# ---- minisrc_control_unit ----
**minisrc_control_unit: signal wires on met1**

Scale: 8 px per µm. Supply wires on this layer in gray. Cells faint in the background.
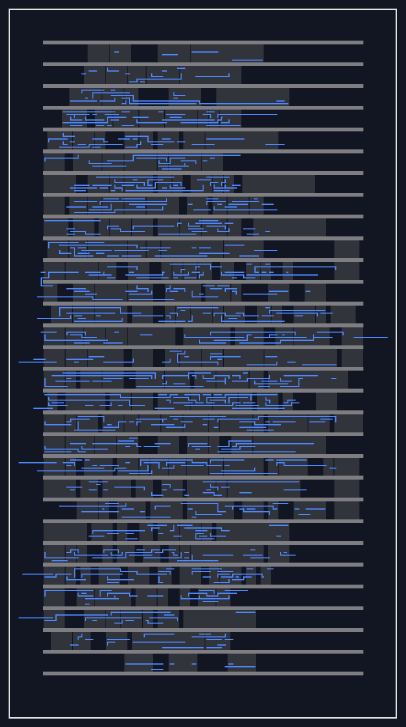
**minisrc_control_unit: M2 wires**

Scale: 8 px per µm.
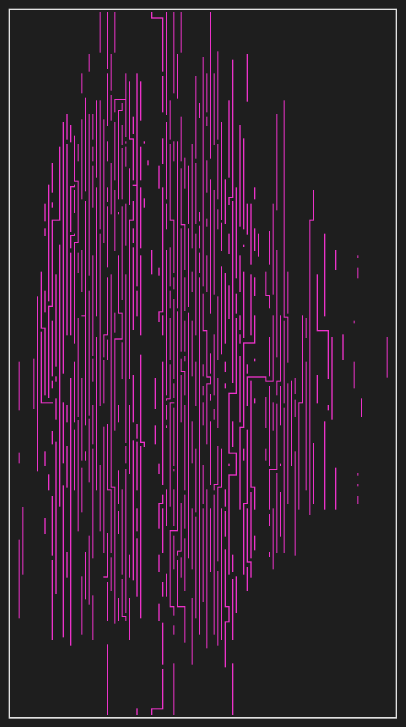
--- src/rtl/minisrc_control_unit.sv ---
// minisrc_control_unit
//   Hardwired control sequencer for the Mini SRC datapath. Runs a fetch
//   sequence (T0-T2), decodes IR[31:27] in T3, then walks the execute steps
//   for register ALU, unary, MUL/DIV, nop and halt instructions.
//
// Ports
//   Clock, Reset_n             : clock, asynchronous active-low reset
//   IR[31:0]                   : instruction register (opcode in IR[31:27])
//   MemRdy                     : memory read complete, only looked at in T1
//   Stop                       : halt request, honoured when an instruction retires
//   Run, Illegal               : running status, sticky undefined-opcode flag
//   PCout..MDRout, Rout        : bus drive enables
//   MARin..HIin, Rin           : register load enables
//   Read, IncPC                : memory read strobe, PC+1 in the ALU
//   Gra, Grb, Grc              : register field select
//   ADD..NOT                   : one-hot ALU operation select
//
// Outputs are a pure decode of the registered state and the IR, so they only
// move after a Clock edge (or immediately on reset assertion).
//
// state    | meaning
// ---------+-----------------------------------------------------------
// ST_RESET | in or just out of reset, all outputs low
// ST_RUN   | sequencing; the one-hot step register holds T0..T6
// ST_HALT  | halted by halt opcode, Stop or undefined opcode; exit by reset

module minisrc_control_unit #(
  parameter int NUM_SLOTS     = 8,
  parameter bit ILLEGAL_HALTS = 1'b1
) (
  input  logic        Clock,
  input  logic        Reset_n,
  input  logic [31:0] IR,
  input  logic        MemRdy,
  input  logic        Stop,
  output logic        Run,
  output logic        Illegal,
  output logic        PCout,
  output logic        Zlowout,
  output logic        Zhighout,
  output logic        MDRout,
  output logic        MARin,
  output logic        PCin,
  output logic        MDRin,
  output logic        IRin,
  output logic        Yin,
  output logic        Zin,
  output logic        LOin,
  output logic        HIin,
  output logic        Read,
  output logic        IncPC,
  output logic        Gra,
  output logic        Grb,
  output logic        Grc,
  output logic        Rin,
  output logic        Rout,
  output logic        ADD,
  output logic        SUB,
  output logic        AND,
  output logic        OR,
  output logic        ROR,
  output logic        ROL,
  output logic        SHR,
  output logic        SHRA,
  output logic        SHL,
  output logic        MUL,
  output logic        DIV,
  output logic        NEG,
  output logic        NOT
);

  localparam logic [1:0] ST_RESET = 2'd0;
  localparam logic [1:0] ST_RUN   = 2'd1;
  localparam logic [1:0] ST_HALT  = 2'd2;

  localparam logic [NUM_SLOTS-1:0] T0_OH = NUM_SLOTS'(1);
  localparam logic [NUM_SLOTS-1:0] T1_OH = NUM_SLOTS'(1) << 1;
  localparam logic [NUM_SLOTS-1:0] T2_OH = NUM_SLOTS'(1) << 2;
  localparam logic [NUM_SLOTS-1:0] T3_OH = NUM_SLOTS'(1) << 3;
  localparam logic [NUM_SLOTS-1:0] T4_OH = NUM_SLOTS'(1) << 4;
  localparam logic [NUM_SLOTS-1:0] T5_OH = NUM_SLOTS'(1) << 5;
  localparam logic [NUM_SLOTS-1:0] T6_OH = NUM_SLOTS'(1) << 6;

  logic [1:0]           state, state_nxt;
  logic [NUM_SLOTS-1:0] step, step_nxt;
  logic                 t1_seen, t1_seen_nxt;     // PCin already pulsed in this T1
  logic                 stop_req, stop_req_nxt;   // Stop seen during current instruction
  logic                 illegal_q, illegal_nxt;
  logic                 last_step;

  logic [4:0] opcode;
  logic       is_alu, is_muldiv, is_unary, is_nop, is_halt, is_undef, as_nop;

  // Operand fields and spare step slots are decoded by the datapath, not here.
  logic unused_bits;
  assign unused_bits = ^{IR[26:0], step[NUM_SLOTS-1:7]};

  assign opcode = IR[31:27];

  always_comb begin
    is_alu    = (opcode >= 5'd3) && (opcode <= 5'd11);
    is_muldiv = (opcode == 5'd15) || (opcode == 5'd16);
    is_unary  = (opcode == 5'd17) || (opcode == 5'd18);
    is_nop    = (opcode == 5'd26);
    is_halt   = (opcode == 5'd27);
    is_undef  = !(is_alu || is_muldiv || is_unary || is_nop || is_halt);
    as_nop    = is_nop || (is_undef && !ILLEGAL_HALTS);
  end

  always_comb begin
    state_nxt    = state;
    step_nxt     = step;
    t1_seen_nxt  = t1_seen;
    stop_req_nxt = stop_req;
    illegal_nxt  = illegal_q;
    last_step    = 1'b0;
    case (state)
      ST_RESET: begin
        state_nxt    = ST_RUN;
        step_nxt     = T0_OH;
        t1_seen_nxt  = 1'b0;
        stop_req_nxt = 1'b0;
      end
      ST_RUN: begin
        // A Stop pulse anywhere inside an instruction is remembered and acted
        // on only when that instruction retires.
        stop_req_nxt = stop_req || Stop;
        if (step[0]) begin
          step_nxt    = T1_OH;
          t1_seen_nxt = 1'b0;
        end else if (step[1]) begin
          t1_seen_nxt = 1'b1;
          if (MemRdy) step_nxt = T2_OH;
        end else if (step[2]) begin
          step_nxt = T3_OH;
        end else if (step[3]) begin
          if (is_alu || is_muldiv || is_unary) begin
            step_nxt = T4_OH;
          end else if (is_halt) begin
            state_nxt = ST_HALT;
          end else if (as_nop) begin
            last_step = 1'b1;
          end else begin
            illegal_nxt = 1'b1;
            state_nxt   = ST_HALT;
          end
        end else if (step[4]) begin
          if (is_alu || is_muldiv) step_nxt = T5_OH;
          else                     last_step = 1'b1;
        end else if (step[5]) begin
          if (is_muldiv) step_nxt = T6_OH;
          else           last_step = 1'b1;
        end else if (step[6]) begin
          last_step = 1'b1;
        end else begin
          step_nxt = T0_OH;   // recover from a corrupted step register
        end
        if (last_step) begin
          stop_req_nxt = 1'b0;
          if (Stop || stop_req) state_nxt = ST_HALT;
          else                  step_nxt  = T0_OH;
        end
      end
      ST_HALT: begin
        state_nxt = ST_HALT;
      end
      default: begin
        state_nxt = ST_HALT;
      end
    endcase
  end

  always_ff @(posedge Clock or negedge Reset_n) begin
    if (!Reset_n) begin
      state     <= ST_RESET;
      step      <= '0;
      t1_seen   <= 1'b0;
      stop_req  <= 1'b0;
      illegal_q <= 1'b0;
    end else begin
      state     <= state_nxt;
      step      <= step_nxt;
      t1_seen   <= t1_seen_nxt;
      stop_req  <= stop_req_nxt;
      illegal_q <= illegal_nxt;
    end
  end

  always_comb begin
    Run = (state == ST_RUN);
    Illegal = illegal_q;
    PCout = 1'b0; Zlowout = 1'b0; Zhighout = 1'b0; MDRout = 1'b0;
    MARin = 1'b0; PCin = 1'b0; MDRin = 1'b0; IRin = 1'b0;
    Yin = 1'b0; Zin = 1'b0; LOin = 1'b0; HIin = 1'b0;
    Read = 1'b0; IncPC = 1'b0;
    Gra = 1'b0; Grb = 1'b0; Grc = 1'b0; Rin = 1'b0; Rout = 1'b0;
    ADD = 1'b0; SUB = 1'b0; AND = 1'b0; OR = 1'b0; ROR = 1'b0; ROL = 1'b0;
    SHR = 1'b0; SHRA = 1'b0; SHL = 1'b0; MUL = 1'b0; DIV = 1'b0;
    NEG = 1'b0; NOT = 1'b0;
    if (state == ST_RUN) begin
      if (step[0]) begin
        PCout = 1'b1; MARin = 1'b1; IncPC = 1'b1; Zin = 1'b1;
      end else if (step[1]) begin
        // Zlowout stays on while waiting so the bus never floats; only the
        // PC load is limited to the first T1 cycle.
        Zlowout = 1'b1; Read = 1'b1; MDRin = 1'b1;
        PCin    = !t1_seen;
      end else if (step[2]) begin
        MDRout = 1'b1; IRin = 1'b1;
      end else if (step[3]) begin
        if (is_alu) begin
          Grb = 1'b1; Rout = 1'b1; Yin = 1'b1;
        end else if (is_muldiv) begin
          Gra = 1'b1; Rout = 1'b1; Yin = 1'b1;
        end else if (is_unary) begin
          Grb = 1'b1; Rout = 1'b1; Zin = 1'b1;
          NEG = (opcode == 5'd17);
          NOT = (opcode == 5'd18);
        end
      end else if (step[4]) begin
        if (is_alu) begin
          Grc = 1'b1; Rout = 1'b1; Zin = 1'b1;
          ADD  = (opcode == 5'd3);
          SUB  = (opcode == 5'd4);
          AND  = (opcode == 5'd5);
          OR   = (opcode == 5'd6);
          ROR  = (opcode == 5'd7);
          ROL  = (opcode == 5'd8);
          SHR  = (opcode == 5'd9);
          SHRA = (opcode == 5'd10);
          SHL  = (opcode == 5'd11);
        end else if (is_muldiv) begin
          Grb = 1'b1; Rout = 1'b1; Zin = 1'b1;
          MUL = (opcode == 5'd15);
          DIV = (opcode == 5'd16);
        end else if (is_unary) begin
          Zlowout = 1'b1; Gra = 1'b1; Rin = 1'b1;
        end
      end else if (step[5]) begin
        if (is_alu) begin
          Zlowout = 1'b1; Gra = 1'b1; Rin = 1'b1;
        end else if (is_muldiv) begin
          Zlowout = 1'b1; LOin = 1'b1;
        end
      end else if (step[6]) begin
        if (is_muldiv) begin
          Zhighout = 1'b1; HIin = 1'b1;
        end
      end
    end
  end

endmodule

--- config.mk ---
export PLATFORM = sky130hd
export DESIGN_NAME = minisrc_control_unit
export DESIGN_NICKNAME = d
export VERILOG_FILES = /design/src/rtl/minisrc_control_unit.sv
export SDC_FILE = /design/constraint.sdc
export NUM_CORES = 1
export LEC_CHECK = 0
export CAP_MARGIN = 5
export CORE_ASPECT_RATIO = 2
export CORE_MARGIN = 4
export CORE_UTILIZATION = 39
export CTS_CLUSTER_DIAMETER = 30
export DETAILED_ROUTE_END_ITERATION = 8
export PLACE_DENSITY = 0.91
export SYNTH_ARGS = -nofsm -noshare
export SYNTH_HDL_FRONTEND = slang
export SYNTH_SLANG_ARGS = --single-unit
--- constraint.sdc ---
create_clock -name Clock -period 2.36 [get_ports Clock]
set_clock_uncertainty 0.15 [all_clocks]
set_input_delay 0.354 -clock Clock [delete_from_list [all_inputs] [get_ports Clock]]
set_output_delay 0.354 -clock Clock [all_outputs]
set_load 0.03 [all_outputs]
==> results.yml <==
# yosys + openroad results
clock_network:
  insertion_delay_ns: 0.24
outcome:
  violations: "setup timing"
  run_status: "finished, violations left"
placement:
  total_cell_area_at_the_placement_stage_um2: 1970
  globalplace.congestion: 0.959
power_and_ir_drop:
  total_power_mw: 0.961
  ir_drop_worst_case_vdd_uv: 218
  total_power_per_unit_cell_area_nw_per_um2: 437
synthesis:
  ys_top_logic_family: "simple AND/OR/NAND/NOR gates"
worst_setup_path:
  worst-setup-path-type: "in2out"
  timing.critical_path.to: "Zin"
final_timing:
  setup_violations: 4
  timing.hold.ws_ns: 0.320
  worst-slew-pin-transition_ns: 0.546
  fin_ws_ns: -0.0993
cells_and_area:
  final_core_utilization_pct: 69.6
die:
  pin_count: 70
Notes on 'signal wires on met1' of minisrc_control_unit above:
longest straight run: 13.3 µm
share of all routed wire: 31%
met1 routing resource usage after global routing: 24.2%
routed vias: 1692
total wire length: 5.07 mm

Notes on 'M2 wires' of minisrc_control_unit above:
wire length on this layer: 2950 µm
longest straight run: 44.5 µm

-- flip-flops by register name, indices dropped and copies added, names as in the netlist --
signal,cells
stop_req,1
t1_seen,1
step,7
Illegal,1
state,2
-- routing by layer --
metal / global-route usage, % / share of wire, % / vias up
li1: - / - / 792
met1: 24.2 / 31 / 800
met2: 47.7 / 58 / 77
met3: 2.04 / 4.6 / 23
met4: 19.1 / 5.8 / 0
met5: 0 / 0 / -
-- repair_timing --
item / in CTS / in global routing
setup endpoints to repair: 28 / 16
hold buffers: 0 / 0
gates resized: 49 / 13
buffers inserted: 9 / 0
pin swaps: 12 / 6
-- power groups by stage --
stage	Clock (mW)	Sequential, mW	Combinational [mW]
2_1_floorplan	0	0.284	0.251
3_3_place_gp	0	0.281	0.421
3_5_place_dp	0	0.281	0.431
4_1_cts	0.183	0.276	0.476
5_1_grt	0.189	0.286	0.529
6_report	0.185	0.281	0.496
-- worst max-delay path, cell delays in order --
cell	delay (ns)
buf_8	0.10
or4b_4	0.55
a211o_1	0.32
a21oi_2	0.16
a21oi_2	0.06
o41ai_4	0.20
buf_4	0.21

# ---- alarm_sequencer_flat ----
**alarm_sequencer_flat: signal wires on met1**

Scale: 8 px per µm. Supply wires on this layer in gray. Cells faint in the background.
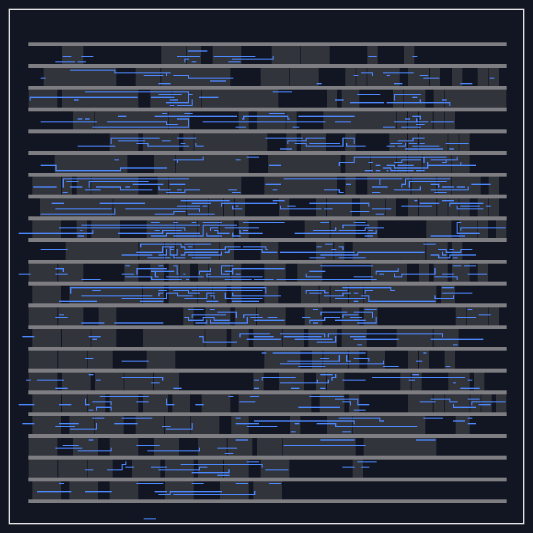
**alarm_sequencer_flat: M2 wires**

Scale: 8 px per µm.
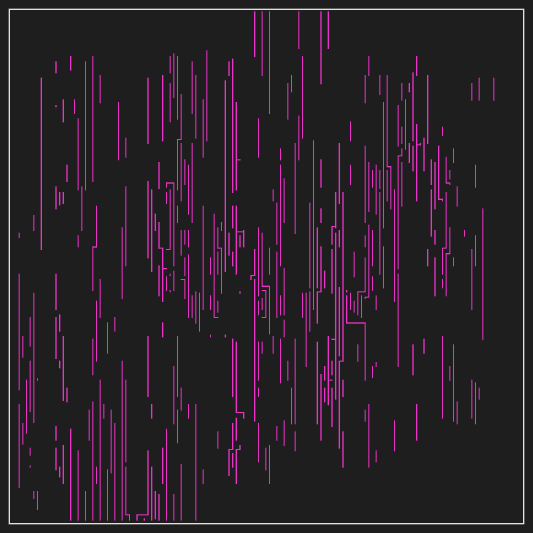
**alarm_sequencer_flat: signal wires on met3**

Scale: 10 px per µm. Cells faint in the background.
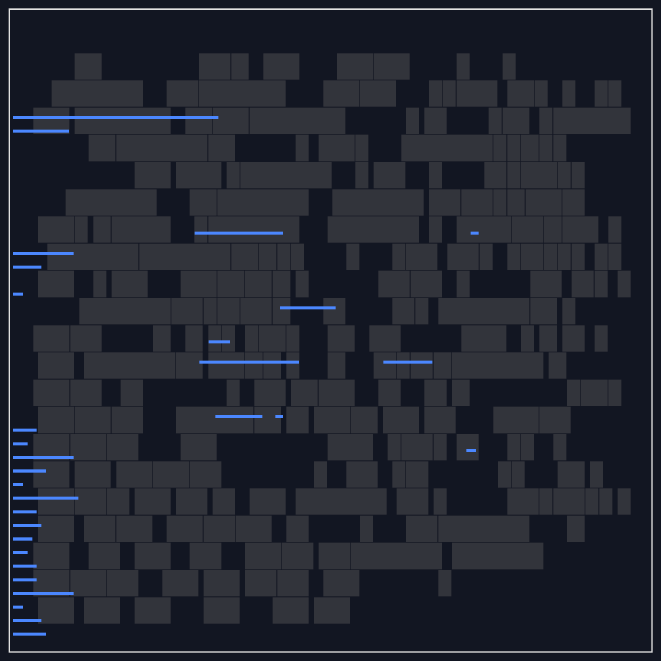
**config.mk**
```make
export PLATFORM = sky130hd
export DESIGN_NAME = alarm_sequencer_flat
export DESIGN_NICKNAME = d
export VERILOG_FILES = /design/src/rtl/alarm_pkg.sv /design/src/rtl/alarm_sequencer_if.sv /design/src/rtl/alarm_sequencer_sec_timer.sv /design/src/rtl/alarm_sequencer.sv /design/src/flat_wrapper.sv
export SDC_FILE = /design/constraint.sdc
export NUM_CORES = 1
export LEC_CHECK = 0
export CAP_MARGIN = 5
export CORE_MARGIN = 2
export CORE_UTILIZATION = 45
export DETAILED_ROUTE_END_ITERATION = 8
export PLACE_DENSITY_LB_ADDON = 0.1
export SLEW_MARGIN = 20
export SYNTH_ARGS = -nofsm -noshare
export SYNTH_HDL_FRONTEND = slang
export SYNTH_HIERARCHICAL = 1
export SYNTH_SLANG_ARGS = --single-unit
```
**constraint.sdc**
```tcl
create_clock -name clock -period 4.3 [get_ports clock]
set_clock_uncertainty 0.15 [all_clocks]
set_input_delay 0.86 -clock clock [delete_from_list [all_inputs] [get_ports clock]]
set_output_delay 0.86 -clock clock [all_outputs]
set_load 0.005 [all_outputs]
```
**src/rtl/alarm_pkg.sv**
```systemverilog
// ============================================================================
// Module  : alarm_pkg
// Brief   : Shared types and constants for the alarm-ring controller.
// Revision: 1.0 - initial release
// ============================================================================
`default_nettype none

package alarm_pkg;

    localparam int TIME_W = 16;

    typedef logic [3:0] bcd_digit_t;

    typedef enum logic [2:0] {
        ST_IDLE    = 3'd0,
        ST_ARMED   = 3'd1,
        ST_RINGING = 3'd2,
        ST_SNOOZE  = 3'd3,
        ST_DONE    = 3'd4
    } state_t;

    function automatic int max_int(input int a, input int b);
        return (a > b) ? a : b;
    endfunction

endpackage

`default_nettype wire

```
**src/rtl/alarm_sequencer_if.sv**
```systemverilog
// ============================================================================
// Module  : alarm_sequencer_if
// Brief   : Time/button inputs and sounder/status outputs of the ring controller.
// Revision: 1.0 - initial release
// ============================================================================
`default_nettype none

interface alarm_sequencer_if;
    import alarm_pkg::*;

    logic              one_second;
    logic [TIME_W-1:0] alarm_time;
    logic [TIME_W-1:0] current_time;
    logic              alarm_on;
    logic              stop_button;
    logic              snooze_button;
    logic              sound_alarm;
    logic              snoozing;
    logic [3:0]        snooze_left;

    modport master (
        output one_second, alarm_time, current_time, alarm_on,
               stop_button, snooze_button,
        input  sound_alarm, snoozing, snooze_left
    );

    modport slave (
        input  one_second, alarm_time, current_time, alarm_on,
               stop_button, snooze_button,
        output sound_alarm, snoozing, snooze_left
    );

endinterface

`default_nettype wire

```
**src/rtl/alarm_sequencer_sec_timer.sv**
```systemverilog
// ============================================================================
// Module  : sec_timer
// Brief   : Clearable seconds counter with a terminal-count pulse.
// Revision: 1.0 - initial release
// ============================================================================
`default_nettype none

module sec_timer #(
    parameter int WIDTH = 9
) (
    input  wire logic             clock,
    input  wire logic             reset,
    input  wire logic             clear,
    input  wire logic             tick,
    input  wire logic [WIDTH:0]   terminal,
    output logic      [WIDTH-1:0] count,
    output logic                  done
);

    // Terminal is one bit wider so a power-of-two terminal still fits.
    assign done = tick && ({1'b0, count} == (terminal - 1'b1));

    always_ff @(posedge clock or posedge reset) begin
        if (reset) begin
            count <= '0;
        end else if (clear) begin
            count <= '0;
        end else if (tick) begin
            count <= count + 1'b1;
        end
    end

endmodule

`default_nettype wire

```
**src/rtl/alarm_sequencer.sv**
```systemverilog
// ============================================================================
// Module  : alarm_sequencer
// Brief   : Alarm ring/snooze/stop/timeout sequencer. Define ALARM_BEEP_EN
//           for a 1 s on / 1 s off sounder pattern while ringing.
// Revision: 1.0 - initial release
// ============================================================================
`default_nettype none

module alarm_sequencer
    import alarm_pkg::*;
#(
    parameter int SNOOZE_SECS       = 300,
    parameter int RING_TIMEOUT_SECS = 60,
    parameter int MAX_SNOOZES       = 3
) (
    input  wire logic         clock,
    input  wire logic         reset,
    alarm_sequencer_if.slave  bus
);

    localparam int             CNT_W       = $clog2(max_int(SNOOZE_SECS, RING_TIMEOUT_SECS));
    localparam logic [CNT_W:0] SNOOZE_TERM = (CNT_W + 1)'(SNOOZE_SECS);
    localparam logic [CNT_W:0] RING_TERM   = (CNT_W + 1)'(RING_TIMEOUT_SECS);
    localparam logic [3:0]     MAX_SN      = 4'(MAX_SNOOZES);

    state_t           state;
    state_t           next_state;
    logic [3:0]       snooze_cnt;
    logic [3:0]       snooze_next;
    logic             match;
    logic             timer_tick;
    logic             timer_clear;
    logic             sec_done;
    logic [CNT_W:0]   terminal;
    logic [CNT_W-1:0] unused_sec_count;

    assign match       = (bus.current_time == bus.alarm_time);
    assign timer_tick  = bus.one_second && ((state == ST_RINGING) || (state == ST_SNOOZE));
    assign timer_clear = (next_state != state);
    assign terminal    = (state == ST_SNOOZE) ? SNOOZE_TERM : RING_TERM;

    sec_timer #(
        .WIDTH (CNT_W)
    ) u_sec_timer (
        .clock    (clock),
        .reset    (reset),
        .clear    (timer_clear),
        .tick     (timer_tick),
        .terminal (terminal),
        .count    (unused_sec_count),
        .done     (sec_done)
    );

    always_comb begin
        next_state = state;
        case (state)
            ST_IDLE: begin
                if (bus.alarm_on) next_state = ST_ARMED;
            end
            ST_ARMED: begin
                if (!bus.alarm_on) next_state = ST_IDLE;
                else if (match)    next_state = ST_RINGING;
            end
            ST_RINGING: begin
                if (!bus.alarm_on)                                  next_state = ST_IDLE;
                else if (bus.stop_button)                           next_state = ST_DONE;
                else if (bus.snooze_button && (snooze_cnt < MAX_SN)) next_state = ST_SNOOZE;
                else if (sec_done)                                  next_state = ST_DONE;
            end
            ST_SNOOZE: begin
                if (!bus.alarm_on)        next_state = ST_IDLE;
                else if (bus.stop_button) next_state = ST_DONE;
                else if (sec_done)        next_state = ST_RINGING;
            end
            ST_DONE: begin
                // Held here until the minute changes so the same match cannot re-trigger.
                if (!bus.alarm_on) next_state = ST_IDLE;
                else if (!match)   next_state = ST_ARMED;
            end
            default: next_state = ST_IDLE;
        endcase
    end

    always_comb begin
        snooze_next = snooze_cnt;
        if ((next_state == ST_IDLE) || (next_state == ST_ARMED)) begin
            snooze_next = '0;
        end else if ((state == ST_RINGING) && (next_state == ST_SNOOZE)) begin
            snooze_next = snooze_cnt + 1'b1;
        end
    end

`ifdef ALARM_BEEP_EN
    logic beep_phase;
    logic beep_next;

    always_comb begin
        beep_next = beep_phase;
        if ((next_state == ST_RINGING) && (state != ST_RINGING)) begin
            beep_next = 1'b1;
        end else if ((state == ST_RINGING) && bus.one_second) begin
            beep_next = ~beep_phase;
        end
    end
`endif

    always_ff @(posedge clock or posedge reset) begin
        if (reset) begin
            state           <= ST_IDLE;
            snooze_cnt      <= '0;
            bus.sound_alarm <= 1'b0;
            bus.snoozing    <= 1'b0;
            bus.snooze_left <= MAX_SN;
`ifdef ALARM_BEEP_EN
            beep_phase      <= 1'b0;
`endif
        end else begin
            state           <= next_state;
            snooze_cnt      <= snooze_next;
            bus.snoozing    <= (next_state == ST_SNOOZE);
            bus.snooze_left <= MAX_SN - snooze_next;
`ifdef ALARM_BEEP_EN
            beep_phase      <= beep_next;
            bus.sound_alarm <= (next_state == ST_RINGING) && beep_next;
`else
            bus.sound_alarm <= (next_state == ST_RINGING);
`endif
        end
    end

endmodule

`default_nettype wire
```
**src/flat_wrapper.sv**
```systemverilog
// flat-port wrapper written by rule: the top's interface ports become plain ports
module alarm_sequencer_flat import alarm_pkg::*;
#(
    parameter int SNOOZE_SECS       = 300,
    parameter int RING_TIMEOUT_SECS = 60,
    parameter int MAX_SNOOZES       = 3
)
  (clock, reset, bus_one_second, bus_alarm_time, bus_current_time, bus_alarm_on, bus_stop_button, bus_snooze_button, bus_sound_alarm, bus_snoozing, bus_snooze_left);
  alarm_sequencer_if bus_i ();
  input  wire logic clock;
  input  wire logic reset;
  input wire logic [$bits(bus_i.one_second)-1:0] bus_one_second;
  input wire logic [$bits(bus_i.alarm_time)-1:0] bus_alarm_time;
  input wire logic [$bits(bus_i.current_time)-1:0] bus_current_time;
  input wire logic [$bits(bus_i.alarm_on)-1:0] bus_alarm_on;
  input wire logic [$bits(bus_i.stop_button)-1:0] bus_stop_button;
  input wire logic [$bits(bus_i.snooze_button)-1:0] bus_snooze_button;
  output wire logic [$bits(bus_i.sound_alarm)-1:0] bus_sound_alarm;
  output wire logic [$bits(bus_i.snoozing)-1:0] bus_snoozing;
  output wire logic [$bits(bus_i.snooze_left)-1:0] bus_snooze_left;
  assign bus_i.one_second = bus_one_second;
  assign bus_i.alarm_time = bus_alarm_time;
  assign bus_i.current_time = bus_current_time;
  assign bus_i.alarm_on = bus_alarm_on;
  assign bus_i.stop_button = bus_stop_button;
  assign bus_i.snooze_button = bus_snooze_button;
  assign bus_sound_alarm = bus_i.sound_alarm;
  assign bus_snoozing = bus_i.snoozing;
  assign bus_snooze_left = bus_i.snooze_left;
  alarm_sequencer #(.SNOOZE_SECS(SNOOZE_SECS), .RING_TIMEOUT_SECS(RING_TIMEOUT_SECS), .MAX_SNOOZES(MAX_SNOOZES)) u_core (.clock(clock), .reset(reset), .bus(bus_i));
endmodule
```
==> results.yml <==
# yosys + openroad results
final_timing:
  timing.hold.ws_ns: 0.446
  tns_ns: 0
  maximum_clock_rate_mhz: 258
placement:
  globalplace.congestion: 0.759
  placed_cells_incl_taps: 297
outcome:
  run_status: "finished, final reports clean"
worst_setup_path:
  worst-r2r-setup-slack_ns: 0.43
  critical_path.max_stage_delay_ns: 0.49
  timing.critical_path.buf_inv: 0
  critical_path.reg2reg.startpoint: "u_core/state[2]"
  worst-setup-path-type: "reg2reg"
  worstPathCellList: "nor2b_1 -> nand2_1 -> xor2_1 -> o21ai_0 -> a21oi_1 -> nor4_2 -> a21bo_2 -> a21oi_1 -> o21ai_0 -> a211oi_1 -> o211a_1 -> nand2_1 -> or3_1 -> a21oi_1"
synthesis:
  netlist_top_cells_area: "dfrtp_1, xnor2_1, xor2_1, nor2_1, nand4_1"
  synthesis.instances: 177
  most_area_hungry_cell_type_in_the_yosys_netlist: "dfrtp_1"
cells_and_area:
  reg_top3: "u_core/u_sec_timer/count (9), u_core/snooze_cnt (4)"
  finalNonFillerCells: 301
  largest_cell_class: "combinational gates"
  max_flop_register: "u_core/u_sec_timer/count"
detailed_routing:
  first_pass_iters: 5
power_and_ir_drop:
  ir_drop_worst_case_vdd_uv: 177
clock_network:
  cts.root.buffer_cell: "clkbuf_4"
run:
  maxCapViolations: 0
die:
  floorplan.core_util_pct: 47.6
worst_hold_path:
  worst_min_delay_path_startpoint: "u_core/snooze_cnt[1]"
About 'signal wires on met1' of alarm_sequencer_flat:
wire length on this layer: 1510 µm
main direction: horizontal
share of all routed wire: 45%
longest straight run: 24.4 µm
nets with wire on the layer: 264
total wire length: 3.37 mm
routed vias: 1430
met1 routing resource usage after global routing: 20.2%

About 'M2 wires' of alarm_sequencer_flat:
longest straight run: 23.8 µm
main direction: vertical
share of all routed wire: 50%
nets with wire on the layer: 229
wire length on this layer: 1680 µm
global routing met2 resource utilization: 33.3%

About 'signal wires on met3' of alarm_sequencer_flat:
share of all routed wire: 3.3%
wire length on this layer: 112 µm

per-layer routing:
layer / GRT usage (%) / part of all wire [%]
met5: 0 / 0
met4: 7.98 / 2.1
met3: 2.64 / 3.3
met2: 33.3 / 50
met1: 20.2 / 45
worst register-to-register path: cells and delay by family, from the launching register on:
family           cells  cell delay (ns)
AND-OR/OR-AND        8             1.52
AND/OR/NAND/NOR      5             1.42
flip-flops           1             0.49
XOR/XNOR             1             0.23
where the power goes:
part	internal (mW)	switching [mW]
clock	0.0348	0.0641
sequential	0.198	0.000952
combinational	0.0529	0.0355
worst max path at each step:
stage	slack, ns	startpoint	endpoint
finish	0.43	u_core/state[2]	u_core/u_sec_timer/count[8]
global route	0.13	u_core/state[2]	u_core/u_sec_timer/count[8]
CTS	0.36	u_core/state[2]	u_core/u_sec_timer/count[8]
detailed placement	0.23	bus_one_second	u_core/u_sec_timer/count[8]
global placement	0.40	bus_one_second	u_core/u_sec_timer/count[8]
floorplan	0.64	u_core/state[2]	u_core/u_sec_timer/count[8]

# ---- fp_mul_arbiter ----
**fp_mul_arbiter: signal wires on met1**

Scale: 3 px per µm. Supply wires on this layer in gray. Cells faint in the background.
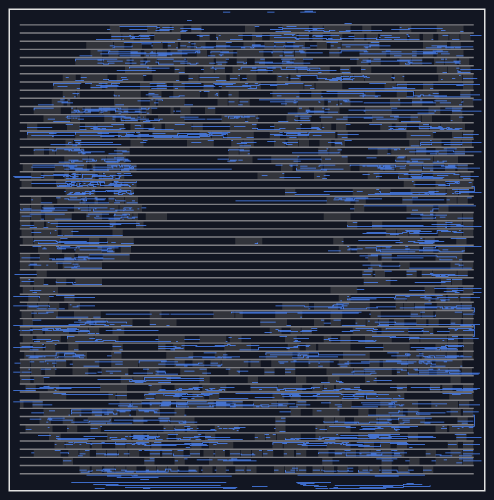
**fp_mul_arbiter: M2 wires**

Scale: 3 px per µm.
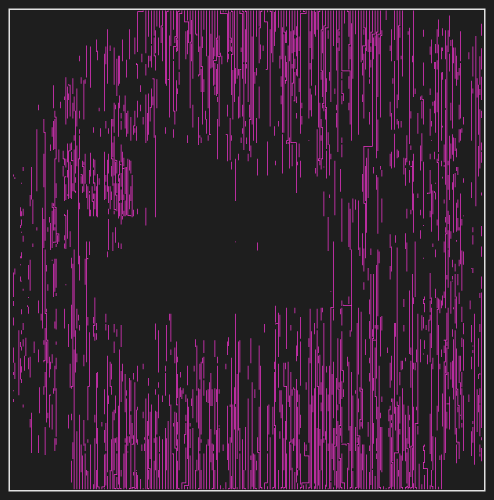
File: src/rtl/fp_mul_arb_pkg.sv
// Shared constants and FSM state encoding for the round-robin FP multiplier arbiter.
// Optional build macro consumed by users of this package: FP_MUL_ARB_TIMEOUT_EN.
package fp_mul_arb_pkg;

    localparam int              FP_W = 32;
    localparam logic [FP_W-1:0] QNAN = 32'h7FC0_0000;

    typedef enum logic [1:0] {
        IDLE  = 2'd0,
        ISSUE = 2'd1,
        WAIT  = 2'd2,
        RESP  = 2'd3
    } state_e;

    // One-hot vector of width n with bit idx set; shared by arbiter and pick logic users.
    function automatic logic [7:0] onehot8(input int unsigned idx);
        logic [7:0] v;
        v      = 8'h00;
        v[idx[2:0]] = 1'b1;
        return v;
    endfunction

endpackage

File: src/rtl/fp_rr_pick.sv
// Combinational round-robin pick: first set request at or above ptr, wrapping at N_REQ.
module fp_rr_pick #(
    parameter int N_REQ = 4,
    parameter int IDX_W = $clog2(N_REQ)
) (
    input  logic [N_REQ-1:0] req,
    input  logic [IDX_W-1:0] ptr,
    output logic [N_REQ-1:0] grant,
    output logic [IDX_W-1:0] idx
);

    logic           found;
    logic [IDX_W:0] cand;

    always_comb begin
        // NOTE: every output and temporary gets a default first so no path leaves a latch.
        grant = '0;
        idx   = '0;
        found = 1'b0;
        cand  = '0;
        for (int k = 0; k < N_REQ; k++) begin
            cand = {1'b0, ptr} + (IDX_W+1)'(k);
            if (cand >= (IDX_W+1)'(N_REQ)) begin
                cand = cand - (IDX_W+1)'(N_REQ);
            end
            if (!found && req[cand[IDX_W-1:0]]) begin
                found                   = 1'b1;
                grant[cand[IDX_W-1:0]]  = 1'b1;
                idx                     = cand[IDX_W-1:0];
            end
        end
    end

endmodule

File: src/rtl/fp_mul_arbiter.sv
// Round-robin sequencer sharing one start/done FP multiplier between N_REQ requesters.
// Define FP_MUL_ARB_TIMEOUT_EN to add a WAIT-state watchdog that returns qNaN with rsp_err.
module fp_mul_arbiter
    import fp_mul_arb_pkg::*;
#(
    parameter int N_REQ   = 4,
    parameter int TIMEOUT = 64
) (
    input  logic                  clk,
    input  logic                  rst,
    input  logic [N_REQ-1:0]      req,
    input  logic [N_REQ*FP_W-1:0] req_op1,
    input  logic [N_REQ*FP_W-1:0] req_op2,
    output logic [N_REQ-1:0]      ack,
    output logic [N_REQ-1:0]      rsp_valid,
    output logic [FP_W-1:0]       rsp_res,
    output logic                  rsp_err,
    output logic                  mul_ready,
    output logic [FP_W-1:0]       mul_op1,
    output logic [FP_W-1:0]       mul_op2,
    input  logic [FP_W-1:0]       mul_res,
    input  logic                  mul_done
);

    localparam int IDX_W = $clog2(N_REQ);

    localparam logic [1:0] ST_IDLE  = IDLE;
    localparam logic [1:0] ST_ISSUE = ISSUE;
    localparam logic [1:0] ST_WAIT  = WAIT;
    localparam logic [1:0] ST_RESP  = RESP;

    if (N_REQ < 2 || N_REQ > 8 || TIMEOUT < 1) begin : g_cfg_check
        $fatal(1, "fp_mul_arbiter: N_REQ must be 2..8 and TIMEOUT >= 1");
    end

    logic [1:0]       state;
    logic [IDX_W-1:0] ptr;
    logic [IDX_W-1:0] owner;
    logic [IDX_W-1:0] pick_idx;
    logic [N_REQ-1:0] pick_grant;
    logic [N_REQ-1:0] owner_onehot;
    logic             tmo_hit;
    logic             wait_exit;

    fp_rr_pick #(
        .N_REQ (N_REQ),
        .IDX_W (IDX_W)
    ) u_pick (
        .req   (req),
        .ptr   (ptr),
        .grant (pick_grant),
        .idx   (pick_idx)
    );

    assign owner_onehot = N_REQ'(onehot8(32'(owner)));
    assign wait_exit    = (state == ST_WAIT) && (mul_done || tmo_hit);

    always_ff @(posedge clk or posedge rst) begin
        if (rst) begin
            state     <= ST_IDLE;
            ptr       <= '0;
            owner     <= '0;
            ack       <= '0;
            rsp_valid <= '0;
            rsp_res   <= '0;
            mul_ready <= 1'b0;
            mul_op1   <= '0;
            mul_op2   <= '0;
        end else begin
            // NOTE: state updates are non-blocking so every branch sees the pre-edge values.
            ack       <= '0;
            rsp_valid <= '0;
            mul_ready <= 1'b0;
            case (state)
                ST_IDLE: begin
                    if (|req) begin
                        owner     <= pick_idx;
                        ack       <= pick_grant;
                        mul_ready <= 1'b1;
                        mul_op1   <= req_op1[pick_idx*FP_W +: FP_W];
                        mul_op2   <= req_op2[pick_idx*FP_W +: FP_W];
                        state     <= ST_ISSUE;
                    end
                end
                // A done coincident with the start pulse belongs to no operation of ours.
                ST_ISSUE: state <= ST_WAIT;
                ST_WAIT: begin
                    if (wait_exit) begin
                        rsp_res   <= mul_done ? mul_res : QNAN;
                        rsp_valid <= owner_onehot;
                        state     <= ST_RESP;
                    end
                end
                ST_RESP: begin
                    ptr   <= (owner == IDX_W'(N_REQ-1)) ? '0 : owner + 1'b1;
                    state <= ST_IDLE;
                end
                default: state <= ST_IDLE;
            endcase
        end
    end

`ifdef FP_MUL_ARB_TIMEOUT_EN
    localparam int CNT_W = $clog2(TIMEOUT + 1);

    logic [CNT_W-1:0] tmo_cnt;

    assign tmo_hit = (state == ST_WAIT) && (tmo_cnt == CNT_W'(TIMEOUT));

    always_ff @(posedge clk or posedge rst) begin
        if (rst) begin
            tmo_cnt <= '0;
        end else if (state == ST_ISSUE) begin
            tmo_cnt <= '0;
        end else if (state == ST_WAIT && !tmo_hit) begin
            tmo_cnt <= tmo_cnt + 1'b1;
        end
    end

    // A done in the expiry cycle wins, so the error flag is simply "no done seen".
    always_ff @(posedge clk or posedge rst) begin
        if (rst) begin
            rsp_err <= 1'b0;
        end else if (wait_exit) begin
            rsp_err <= !mul_done;
        end
    end
`else
    assign tmo_hit = 1'b0;
    assign rsp_err = 1'b0;
`endif

endmodule

File: config.mk
export PLATFORM = sky130hd
export DESIGN_NAME = fp_mul_arbiter
export DESIGN_NICKNAME = d
export VERILOG_FILES = /design/src/rtl/fp_mul_arb_pkg.sv /design/src/rtl/fp_rr_pick.sv /design/src/rtl/fp_mul_arbiter.sv
export SDC_FILE = /design/constraint.sdc
export NUM_CORES = 1
export LEC_CHECK = 0
export CORE_AREA = 3 3 155 157
export DETAILED_ROUTE_END_ITERATION = 6
export DIE_AREA = 0 0 158 160
export PLACE_DENSITY = 0.59
export SETUP_SLACK_MARGIN = 0.1
export SLEW_MARGIN = 40
export SYNTH_ARGS = -nofsm -noshare
export SYNTH_HDL_FRONTEND = slang
export SYNTH_HIERARCHICAL = 1
export SYNTH_SLANG_ARGS = --single-unit
File: constraint.sdc
create_clock -name clk -period 5.1 [get_ports clk]
set_input_delay 1.02 -clock clk [delete_from_list [all_inputs] [get_ports clk]]
set_output_delay 1.02 -clock clk [all_outputs]
set_load 0.02 [all_outputs]
==> results.yml <==
# yosys + openroad results
cells_and_area:
  finalNonFillerCells: 1061
  seq-cell-share_pct: 25.8
  seq_area_um2: 2780
  n_multi_input_combinational_cell: 231
  flow.area_growth_from_synthesis_pct: 73.7
  largest_cell_class: "buffers"
detailed_routing:
  met3_wirelength_mm: 1.88
  m1WireLength_mm: 8.62
clock_network:
  total_setup_buffers_inserted_after_cts: 0
  clk_pin_slew_worst_paths_ns: 0.08
  cts.root.buffer_cell: "clkbuf_16"
  insertion_delay_ns: 0.35
die:
  tap_cells: 285
placement:
  total_cell_area_at_the_placement_stage_um2: 10500
synthesis:
  ys_top_logic_family: "multiplexers"
  synth-seq-cells: 111
  xor_xnor_share_of_the_synthesized_area_pct: 0
worst_setup_path:
  r2r_end: "mul_op2[18]"
global_routing:
  groute.usage.overall_pct: 18.2
  grt_use_met2_pct: 33.5
outcome:
  run_status: "finished, final reports clean"
final_timing:
  worst-slew-pin-transition_ns: 0.679
worst_hold_path:
  worst_hold_path_type: "reg2reg"
About 'signal wires on met1' of fp_mul_arbiter:
longest straight run: 55.7 µm
nets with wire on the layer: 938
share of all routed wire: 36%
wire length on this layer: 8620 µm
routed vias: 5091
total wire length: 23.7 mm
met1 routing resource usage after global routing: 20.2%

About 'M2 wires' of fp_mul_arbiter:
wire length on this layer: 12700 µm
nets with wire on the layer: 1013
longest straight run: 70.2 µm
share of all routed wire: 53%

## synthesized netlist by cell type
master     number
a211oi_1        1
a21oi_1         1
a221oi_1        4
a221oi_2        1
and2_1          4
and3_1          4
buf_2          10
buf_4           1
buf_6          14
clkbuf_1        2
conb_1          1
dfrtp_1       111
ha_1           12
inv_1           8
inv_2           1
mux2_1          1
mux2_2        101
mux2i_1         1
mux4_2         68
nand2_1         6
nand2b_1        1
nand2b_4        1
nand3_1         1
nand3b_1        1
nor2_1          4
nor2b_1         5
nor2b_4         1
nor3_1          1
nor3_4          1
nor4_1          1
o211ai_1        1
o21ai_1         1
o22a_1          1
o2bb2ai_1       5
o31ai_1         1
## power by group through the flow
stage | registers (mW) | clock network (mW) | logic (mW)
2_1_floorplan | 2.09 | 0 | 2.72
3_5_place_dp | 1.62 | 0 | 4.87
6_report | 1.60 | 0.749 | 4.79
4_1_cts | 1.61 | 0.784 | 4.89
3_3_place_gp | 1.60 | 0 | 4.76
5_1_grt | 1.67 | 0.814 | 5.11
## critical path: cells and delay by family
family                 cells  cell delay, ns
AND-OR/OR-AND              2            0.24
buffers and inverters      2            1.06
multiplexers               3            1.53
AND/OR/NAND/NOR            1            0.23

# ---- hwpe_stream_tcdm_fetch_realign_flat ----
**hwpe_stream_tcdm_fetch_realign_flat: signal wires on met1**

Scale: 2 px per µm. Supply wires on this layer in gray. Cells faint in the background.
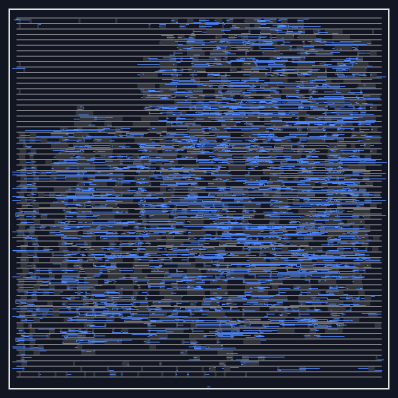
**hwpe_stream_tcdm_fetch_realign_flat: track usage over the die**

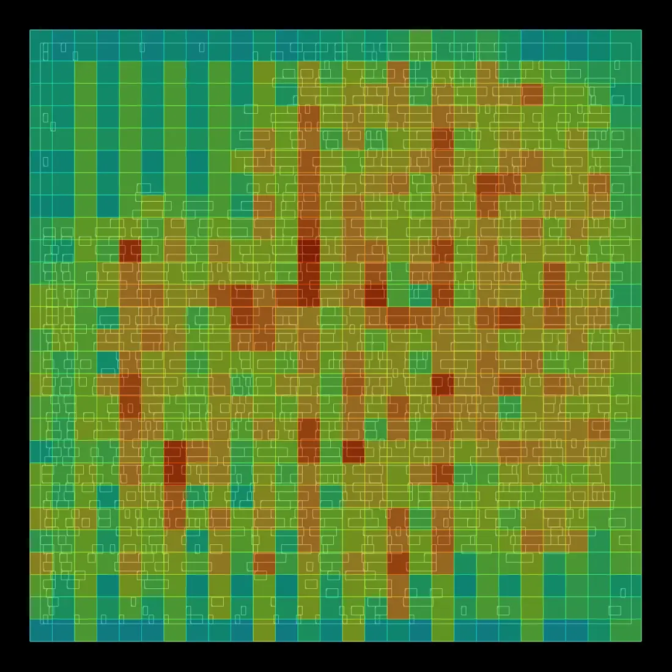
===== config.mk =====
export PLATFORM = sky130hd
export DESIGN_NAME = hwpe_stream_tcdm_fetch_realign_flat
export DESIGN_NICKNAME = d
export VERILOG_FILES = /design/src/rtl/hwpe_stream_tcdm_fetch_realign_if.sv /design/src/rtl/hwpe_stream_tcdm_fetch_realign.sv /design/src/flat_wrapper.sv
export SDC_FILE = /design/constraint.sdc
export NUM_CORES = 1
export LEC_CHECK = 0
export CELL_PAD_IN_SITES_DETAIL_PLACEMENT = 2
export CELL_PAD_IN_SITES_GLOBAL_PLACEMENT = 2
export CORE_MARGIN = 3
export CORE_UTILIZATION = 33
export DETAILED_ROUTE_END_ITERATION = 8
export PLACE_DENSITY = 0.75
export SLEW_MARGIN = 20
export SYNTH_ARGS = -nofsm -noshare
export SYNTH_HDL_FRONTEND = slang
export SYNTH_SLANG_ARGS = --single-unit

===== constraint.sdc =====
create_clock -name clk_i -period 2.8 [get_ports clk_i]
set_input_delay 0.28 -clock clk_i [delete_from_list [all_inputs] [get_ports clk_i]]
set_output_delay 0.28 -clock clk_i [all_outputs]
set_load 0.01 [all_outputs]

===== src/rtl/hwpe_stream_tcdm_fetch_realign_if.sv =====
// Generic hwpe valid/ready stream carrying data plus byte strobes.
// master drives valid/data/strb, slave drives ready.
interface hwpe_stream_intf_stream #(
  parameter int unsigned DATA_WIDTH = 32,
  parameter int unsigned STRB_WIDTH = DATA_WIDTH / 8
);
  logic                  valid;
  logic                  ready;
  logic [DATA_WIDTH-1:0] data;
  logic [STRB_WIDTH-1:0] strb;

  modport master (output valid, data, strb, input ready);
  modport slave  (input valid, data, strb, output ready);
endinterface


===== src/rtl/hwpe_stream_tcdm_fetch_realign.sv =====
// Issues TCDM reads from address-generator tokens and realigns returned words into a 32-bit stream.
// Optional stall counter enabled by defining HWPE_STREAM_FETCH_STALL_CNT_EN.
module hwpe_stream_tcdm_fetch_realign #(
  parameter int unsigned FIFO_DEPTH = 4
) (
  input  logic                          clk_i,
  input  logic                          rst_ni,
  input  logic                          test_mode_i,
  input  logic                          enable_i,
  input  logic                          clear_i,
  hwpe_stream_intf_stream.slave         addr_i,
  output logic                          tcdm_req_o,
  input  logic                          tcdm_gnt_i,
  output logic [31:0]                   tcdm_add_o,
  input  logic [31:0]                   tcdm_r_data_i,
  input  logic                          tcdm_r_valid_i,
  hwpe_stream_intf_stream.master        data_o,
  output logic                          busy_o,
  output logic [31:0]                   stall_cnt_o
);

  localparam int unsigned PW = $clog2(FIFO_DEPTH);
  localparam int unsigned CW = PW + 1;
  localparam int unsigned UW = CW + 1;

  typedef logic [CW-1:0] cnt_t;
  typedef logic [UW-1:0] used_t;
  typedef enum logic {ST_FRESH, ST_CARRY} realign_state_t;

  realign_state_t state_q, state_n;

  logic [6:0]    meta_q [FIFO_DEPTH];
  logic [PW-1:0] meta_wr_q, meta_rd_q;
  logic [31:0]   out_mem_q [FIFO_DEPTH];
  logic [PW-1:0] out_wr_q, out_rd_q;
  cnt_t          out_cnt_q, inflight_q, drop_q;
  logic [31:0]   carry_q, carry_n;
  logic [1:0]    off_q, off_n;

  used_t       used;
  logic        req, grant, rsp_live, rsp_drop, push, pop;
  logic [31:0] push_data;
  logic [63:0] shifted;
  logic        m_mis, m_first, m_last;
  logic [3:0]  m_strb;
  logic        unused_sig;

  function automatic logic [1:0] trailing_zeros(input logic [3:0] s);
    casez (s)
      4'b???1: trailing_zeros = 2'd0;
      4'b??10: trailing_zeros = 2'd1;
      4'b?100: trailing_zeros = 2'd2;
      4'b1000: trailing_zeros = 2'd3;
      default: trailing_zeros = 2'd0;
    endcase
  endfunction

  assign unused_sig = ^{test_mode_i, addr_i.data};

  // Credits cover both in-flight reads and buffered output words, so a returning read always has room.
  assign used       = used_t'(inflight_q) + used_t'(out_cnt_q);
  assign req        = addr_i.valid & enable_i & ~clear_i & (drop_q == '0) & (used < used_t'(FIFO_DEPTH));
  assign grant      = req & tcdm_gnt_i;
  assign tcdm_req_o = req;
  assign tcdm_add_o = req ? {addr_i.data[29:0], 2'b00} : '0;
  assign addr_i.ready = grant;

  assign rsp_drop = tcdm_r_valid_i & (drop_q != '0);
  assign rsp_live = tcdm_r_valid_i & (drop_q == '0) & (inflight_q != '0);
  assign {m_mis, m_first, m_last, m_strb} = meta_q[meta_rd_q];

  assign shifted = {tcdm_r_data_i, carry_q} >> {off_q, 3'b000};

  always_comb begin
    push      = 1'b0;
    push_data = tcdm_r_data_i;
    state_n   = state_q;
    carry_n   = carry_q;
    off_n     = off_q;
    if (rsp_live) begin
      if (!m_mis) begin
        push = 1'b1;
      end else if (m_first) begin
        off_n   = trailing_zeros(m_strb);
        carry_n = tcdm_r_data_i;
        state_n = ST_CARRY;
      end else begin
        push      = 1'b1;
        push_data = shifted[31:0];
        if (m_last) begin
          carry_n = '0;
          off_n   = '0;
          state_n = ST_FRESH;
        end else begin
          carry_n = tcdm_r_data_i;
        end
      end
    end
  end

  assign data_o.valid = (out_cnt_q != '0);
  assign data_o.data  = out_mem_q[out_rd_q];
  assign data_o.strb  = '1;
  assign pop          = data_o.valid & data_o.ready;

  always_ff @(posedge clk_i or negedge rst_ni) begin
    if (!rst_ni)      state_q <= ST_FRESH;
    else if (clear_i) state_q <= ST_FRESH;
    else              state_q <= state_n;
  end

  always_ff @(posedge clk_i or negedge rst_ni) begin
    if (!rst_ni) begin
      for (int unsigned i = 0; i < FIFO_DEPTH; i++) begin
        meta_q[i]    <= '0;
        out_mem_q[i] <= '0;
      end
      meta_wr_q  <= '0;
      meta_rd_q  <= '0;
      out_wr_q   <= '0;
      out_rd_q   <= '0;
      out_cnt_q  <= '0;
      inflight_q <= '0;
      drop_q     <= '0;
      carry_q    <= '0;
      off_q      <= '0;
    end else if (clear_i) begin
      meta_wr_q  <= '0;
      meta_rd_q  <= '0;
      out_wr_q   <= '0;
      out_rd_q   <= '0;
      out_cnt_q  <= '0;
      inflight_q <= '0;
      carry_q    <= '0;
      off_q      <= '0;
      // Reads still owed by the TCDM are discarded as they return; one may be returning right now.
      drop_q <= drop_q + inflight_q - cnt_t'(rsp_live | rsp_drop);
    end else begin
      if (grant) begin
        meta_q[meta_wr_q] <= {addr_i.data[32], addr_i.data[31], addr_i.data[30], addr_i.strb[3:0]};
        meta_wr_q         <= meta_wr_q + 1'b1;
      end
      if (rsp_live) meta_rd_q <= meta_rd_q + 1'b1;
      if (rsp_drop) drop_q <= drop_q - 1'b1;
      inflight_q <= inflight_q + cnt_t'(grant) - cnt_t'(rsp_live);
      if (push) begin
        out_mem_q[out_wr_q] <= push_data;
        out_wr_q            <= out_wr_q + 1'b1;
      end
      if (pop) out_rd_q <= out_rd_q + 1'b1;
      out_cnt_q <= out_cnt_q + cnt_t'(push) - cnt_t'(pop);
      carry_q   <= carry_n;
      off_q     <= off_n;
    end
  end

  assign busy_o = (inflight_q != '0) | (out_cnt_q != '0) | (drop_q != '0) | (state_q == ST_CARRY);

`ifdef HWPE_STREAM_FETCH_STALL_CNT_EN
  logic [31:0] stall_q;
  always_ff @(posedge clk_i or negedge rst_ni) begin
    if (!rst_ni)                                 stall_q <= '0;
    else if (clear_i)                            stall_q <= '0;
    else if (req & ~tcdm_gnt_i & (stall_q != '1)) stall_q <= stall_q + 1'b1;
  end
  assign stall_cnt_o = stall_q;
`else
  assign stall_cnt_o = '0;
`endif

endmodule


===== src/flat_wrapper.sv =====
// flat-port wrapper written by rule: the top's interface ports become plain ports
module hwpe_stream_tcdm_fetch_realign_flat 
#(
  parameter int unsigned FIFO_DEPTH = 4
)
  (clk_i, rst_ni, test_mode_i, enable_i, clear_i, tcdm_req_o, tcdm_gnt_i, tcdm_add_o, tcdm_r_data_i, tcdm_r_valid_i, busy_o, stall_cnt_o, addr_i_valid, addr_i_data, addr_i_strb, addr_i_ready, data_o_valid, data_o_data, data_o_strb, data_o_ready);
  hwpe_stream_intf_stream #(.DATA_WIDTH(36)) addr_i_i ();
  hwpe_stream_intf_stream #(.DATA_WIDTH(32)) data_o_i ();
  input  logic clk_i;
  input  logic rst_ni;
  input  logic test_mode_i;
  input  logic enable_i;
  input  logic clear_i;
  output logic tcdm_req_o;
  input  logic tcdm_gnt_i;
  output logic [31:0] tcdm_add_o;
  input  logic [31:0] tcdm_r_data_i;
  input  logic tcdm_r_valid_i;
  output logic busy_o;
  output logic [31:0] stall_cnt_o;
  input wire logic [$bits(addr_i_i.valid)-1:0] addr_i_valid;
  input wire logic [$bits(addr_i_i.data)-1:0] addr_i_data;
  input wire logic [$bits(addr_i_i.strb)-1:0] addr_i_strb;
  output wire logic [$bits(addr_i_i.ready)-1:0] addr_i_ready;
  output wire logic [$bits(data_o_i.valid)-1:0] data_o_valid;
  output wire logic [$bits(data_o_i.data)-1:0] data_o_data;
  output wire logic [$bits(data_o_i.strb)-1:0] data_o_strb;
  input wire logic [$bits(data_o_i.ready)-1:0] data_o_ready;
  assign addr_i_i.valid = addr_i_valid;
  assign addr_i_i.data = addr_i_data;
  assign addr_i_i.strb = addr_i_strb;
  assign addr_i_ready = addr_i_i.ready;
  assign data_o_valid = data_o_i.valid;
  assign data_o_data = data_o_i.data;
  assign data_o_strb = data_o_i.strb;
  assign data_o_i.ready = data_o_ready;
  hwpe_stream_tcdm_fetch_realign #(.FIFO_DEPTH(FIFO_DEPTH)) u_core (.clk_i(clk_i), .rst_ni(rst_ni), .test_mode_i(test_mode_i), .enable_i(enable_i), .clear_i(clear_i), .addr_i(addr_i_i), .tcdm_req_o(tcdm_req_o), .tcdm_gnt_i(tcdm_gnt_i), .tcdm_add_o(tcdm_add_o), .tcdm_r_data_i(tcdm_r_data_i), .tcdm_r_valid_i(tcdm_r_valid_i), .data_o(data_o_i), .busy_o(busy_o), .stall_cnt_o(stall_cnt_o));
endmodule

==> results.yml <==
# yosys + openroad results
outcome:
  run_status: "finished, final reports clean"
synthesis:
  yosysWarnings: 0
  postSynth.topFlopCell: "dfrtp_1"
  synth.cellmix.simpleShare_pct: 4.30
  top_cell_area_share_pct: 47.1
  xor_xnor_share_of_the_synthesized_area_pct: 1.03
detailed_routing:
  dr.first_iter.drc_count: 265
  first_pass_iters: 4
placement:
  dpl_worst_slack_ns: 0.0836
  detailedPlacementHpwl_mm: 21.1
cells_and_area:
  flow.area_growth_from_synthesis_pct: 26.4
  flip_flop_count_of_the_largest_register_after_layout: 128
  combGateArea_um2: 5030
  clkbuf_count: 37
worst_setup_path:
  cp.required_ns: 3.20
  critical_path.max_stage_delay_ns: 0.40
  timing.critical_path.buf_inv: 2
  crit_path_top_delay_cell: "dfrtp_1"
die:
  vertical_die_dimension_um: 189
  core_um2: 32800
  floorplan.core_util_pct: 33.7
run:
  warning_count: 37
## Picture notes: 'signal wires on met1' of hwpe_stream_tcdm_fetch_realign_flat
nets with wire on the layer: 1009
share of all routed wire: 40%
longest straight run: 46.9 µm
main direction: horizontal
wire length on this layer: 12500 µm

## Picture notes: 'track usage over the die' of hwpe_stream_tcdm_fetch_realign_flat
gr busiest metal: met2
per-cell routed wire length: 21.2 µm
final core utilization: 42.6%
met1 routing resource usage after global routing: 21.1%
total global routing track utilization: 17.3%

==> layout by cell type (no fill, tap or decap), drive strengths merged, types with 3 or more instances in the layout <==
master,instances
clkbuf,39
inv,124
a21oi,4
conb,38
fa,3
buf,46
nand3,6
xnor2,10
dfrtp,208
dlygate4sd2,31
nor3,3
mux4,71
nor2,13
clkdlybuf4s50,109
xor2,3
a22o,32
ha,19
mux2,60
nand2,5
and2,32
clkinv,7
mux2i,133
and3,6
==> final timing paths <==
check,slack (ns),depth (start not counted),end,from
worst max-delay path,0.06,11,u_core.inflight_q[2],u_core.inflight_q[2]
worst min-delay path,0.32,2,u_core.out_mem_q[119],rst_ni
worst max register to register,0.06,11,u_core.inflight_q[2],u_core.inflight_q[2]
worst min register to register,0.50,1,u_core.meta_q[21],u_core.meta_q[21]
max in group asynchronous,1.56,3,u_core.carry_q[20],rst_ni
min in group clk_i,0.42,2,u_core.carry_q[28],tcdm_r_data_i[28]
==> where the power goes <==
part,switching (mW),internal (mW)
clock network,1.31,1.85
logic,0.758,0.759
registers,0.118,3.13
total,2.18,5.74


==> screenshots <==
Signal wires on met3.
shot_01.png
Scale: 4 px per µm. Cells faint in the background.
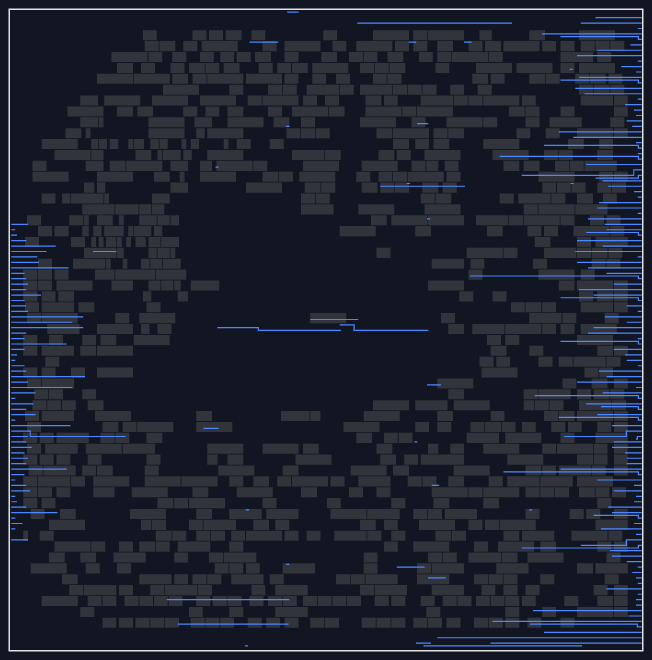
shot_02.png
Scale: 8 px per µm. Cells faint in the background.
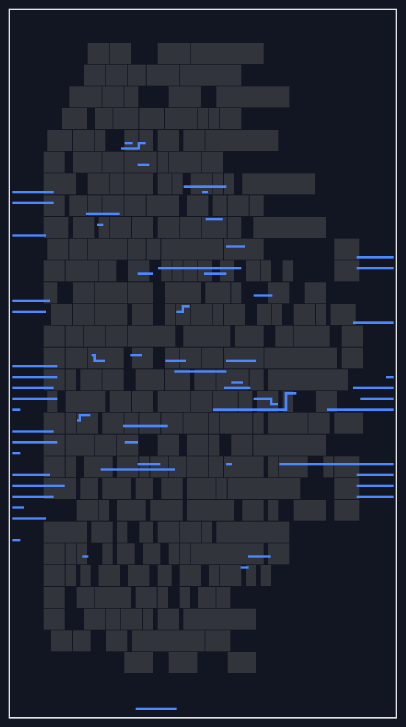
shot_03.png
Scale: 3 px per µm. Cells faint in the background.
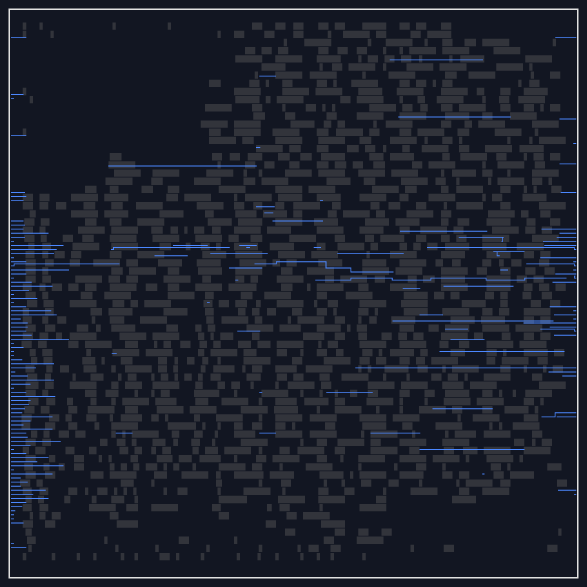
The one with the largest die is shot_03.png.
The one with the smallest die is shot_02.png.
- minisrc_control_unit = shot_02.png
- hwpe_stream_tcdm_fetch_realign_flat = shot_03.png
- fp_mul_arbiter = shot_01.png

Key to shot_03.png:
main direction: horizontal
longest straight run: 73.4 µm
nets with wire on the layer: 136
wire length on this layer: 1630 µm
share of all routed wire: 5.2%

Power and IR drop assume default switching activity.
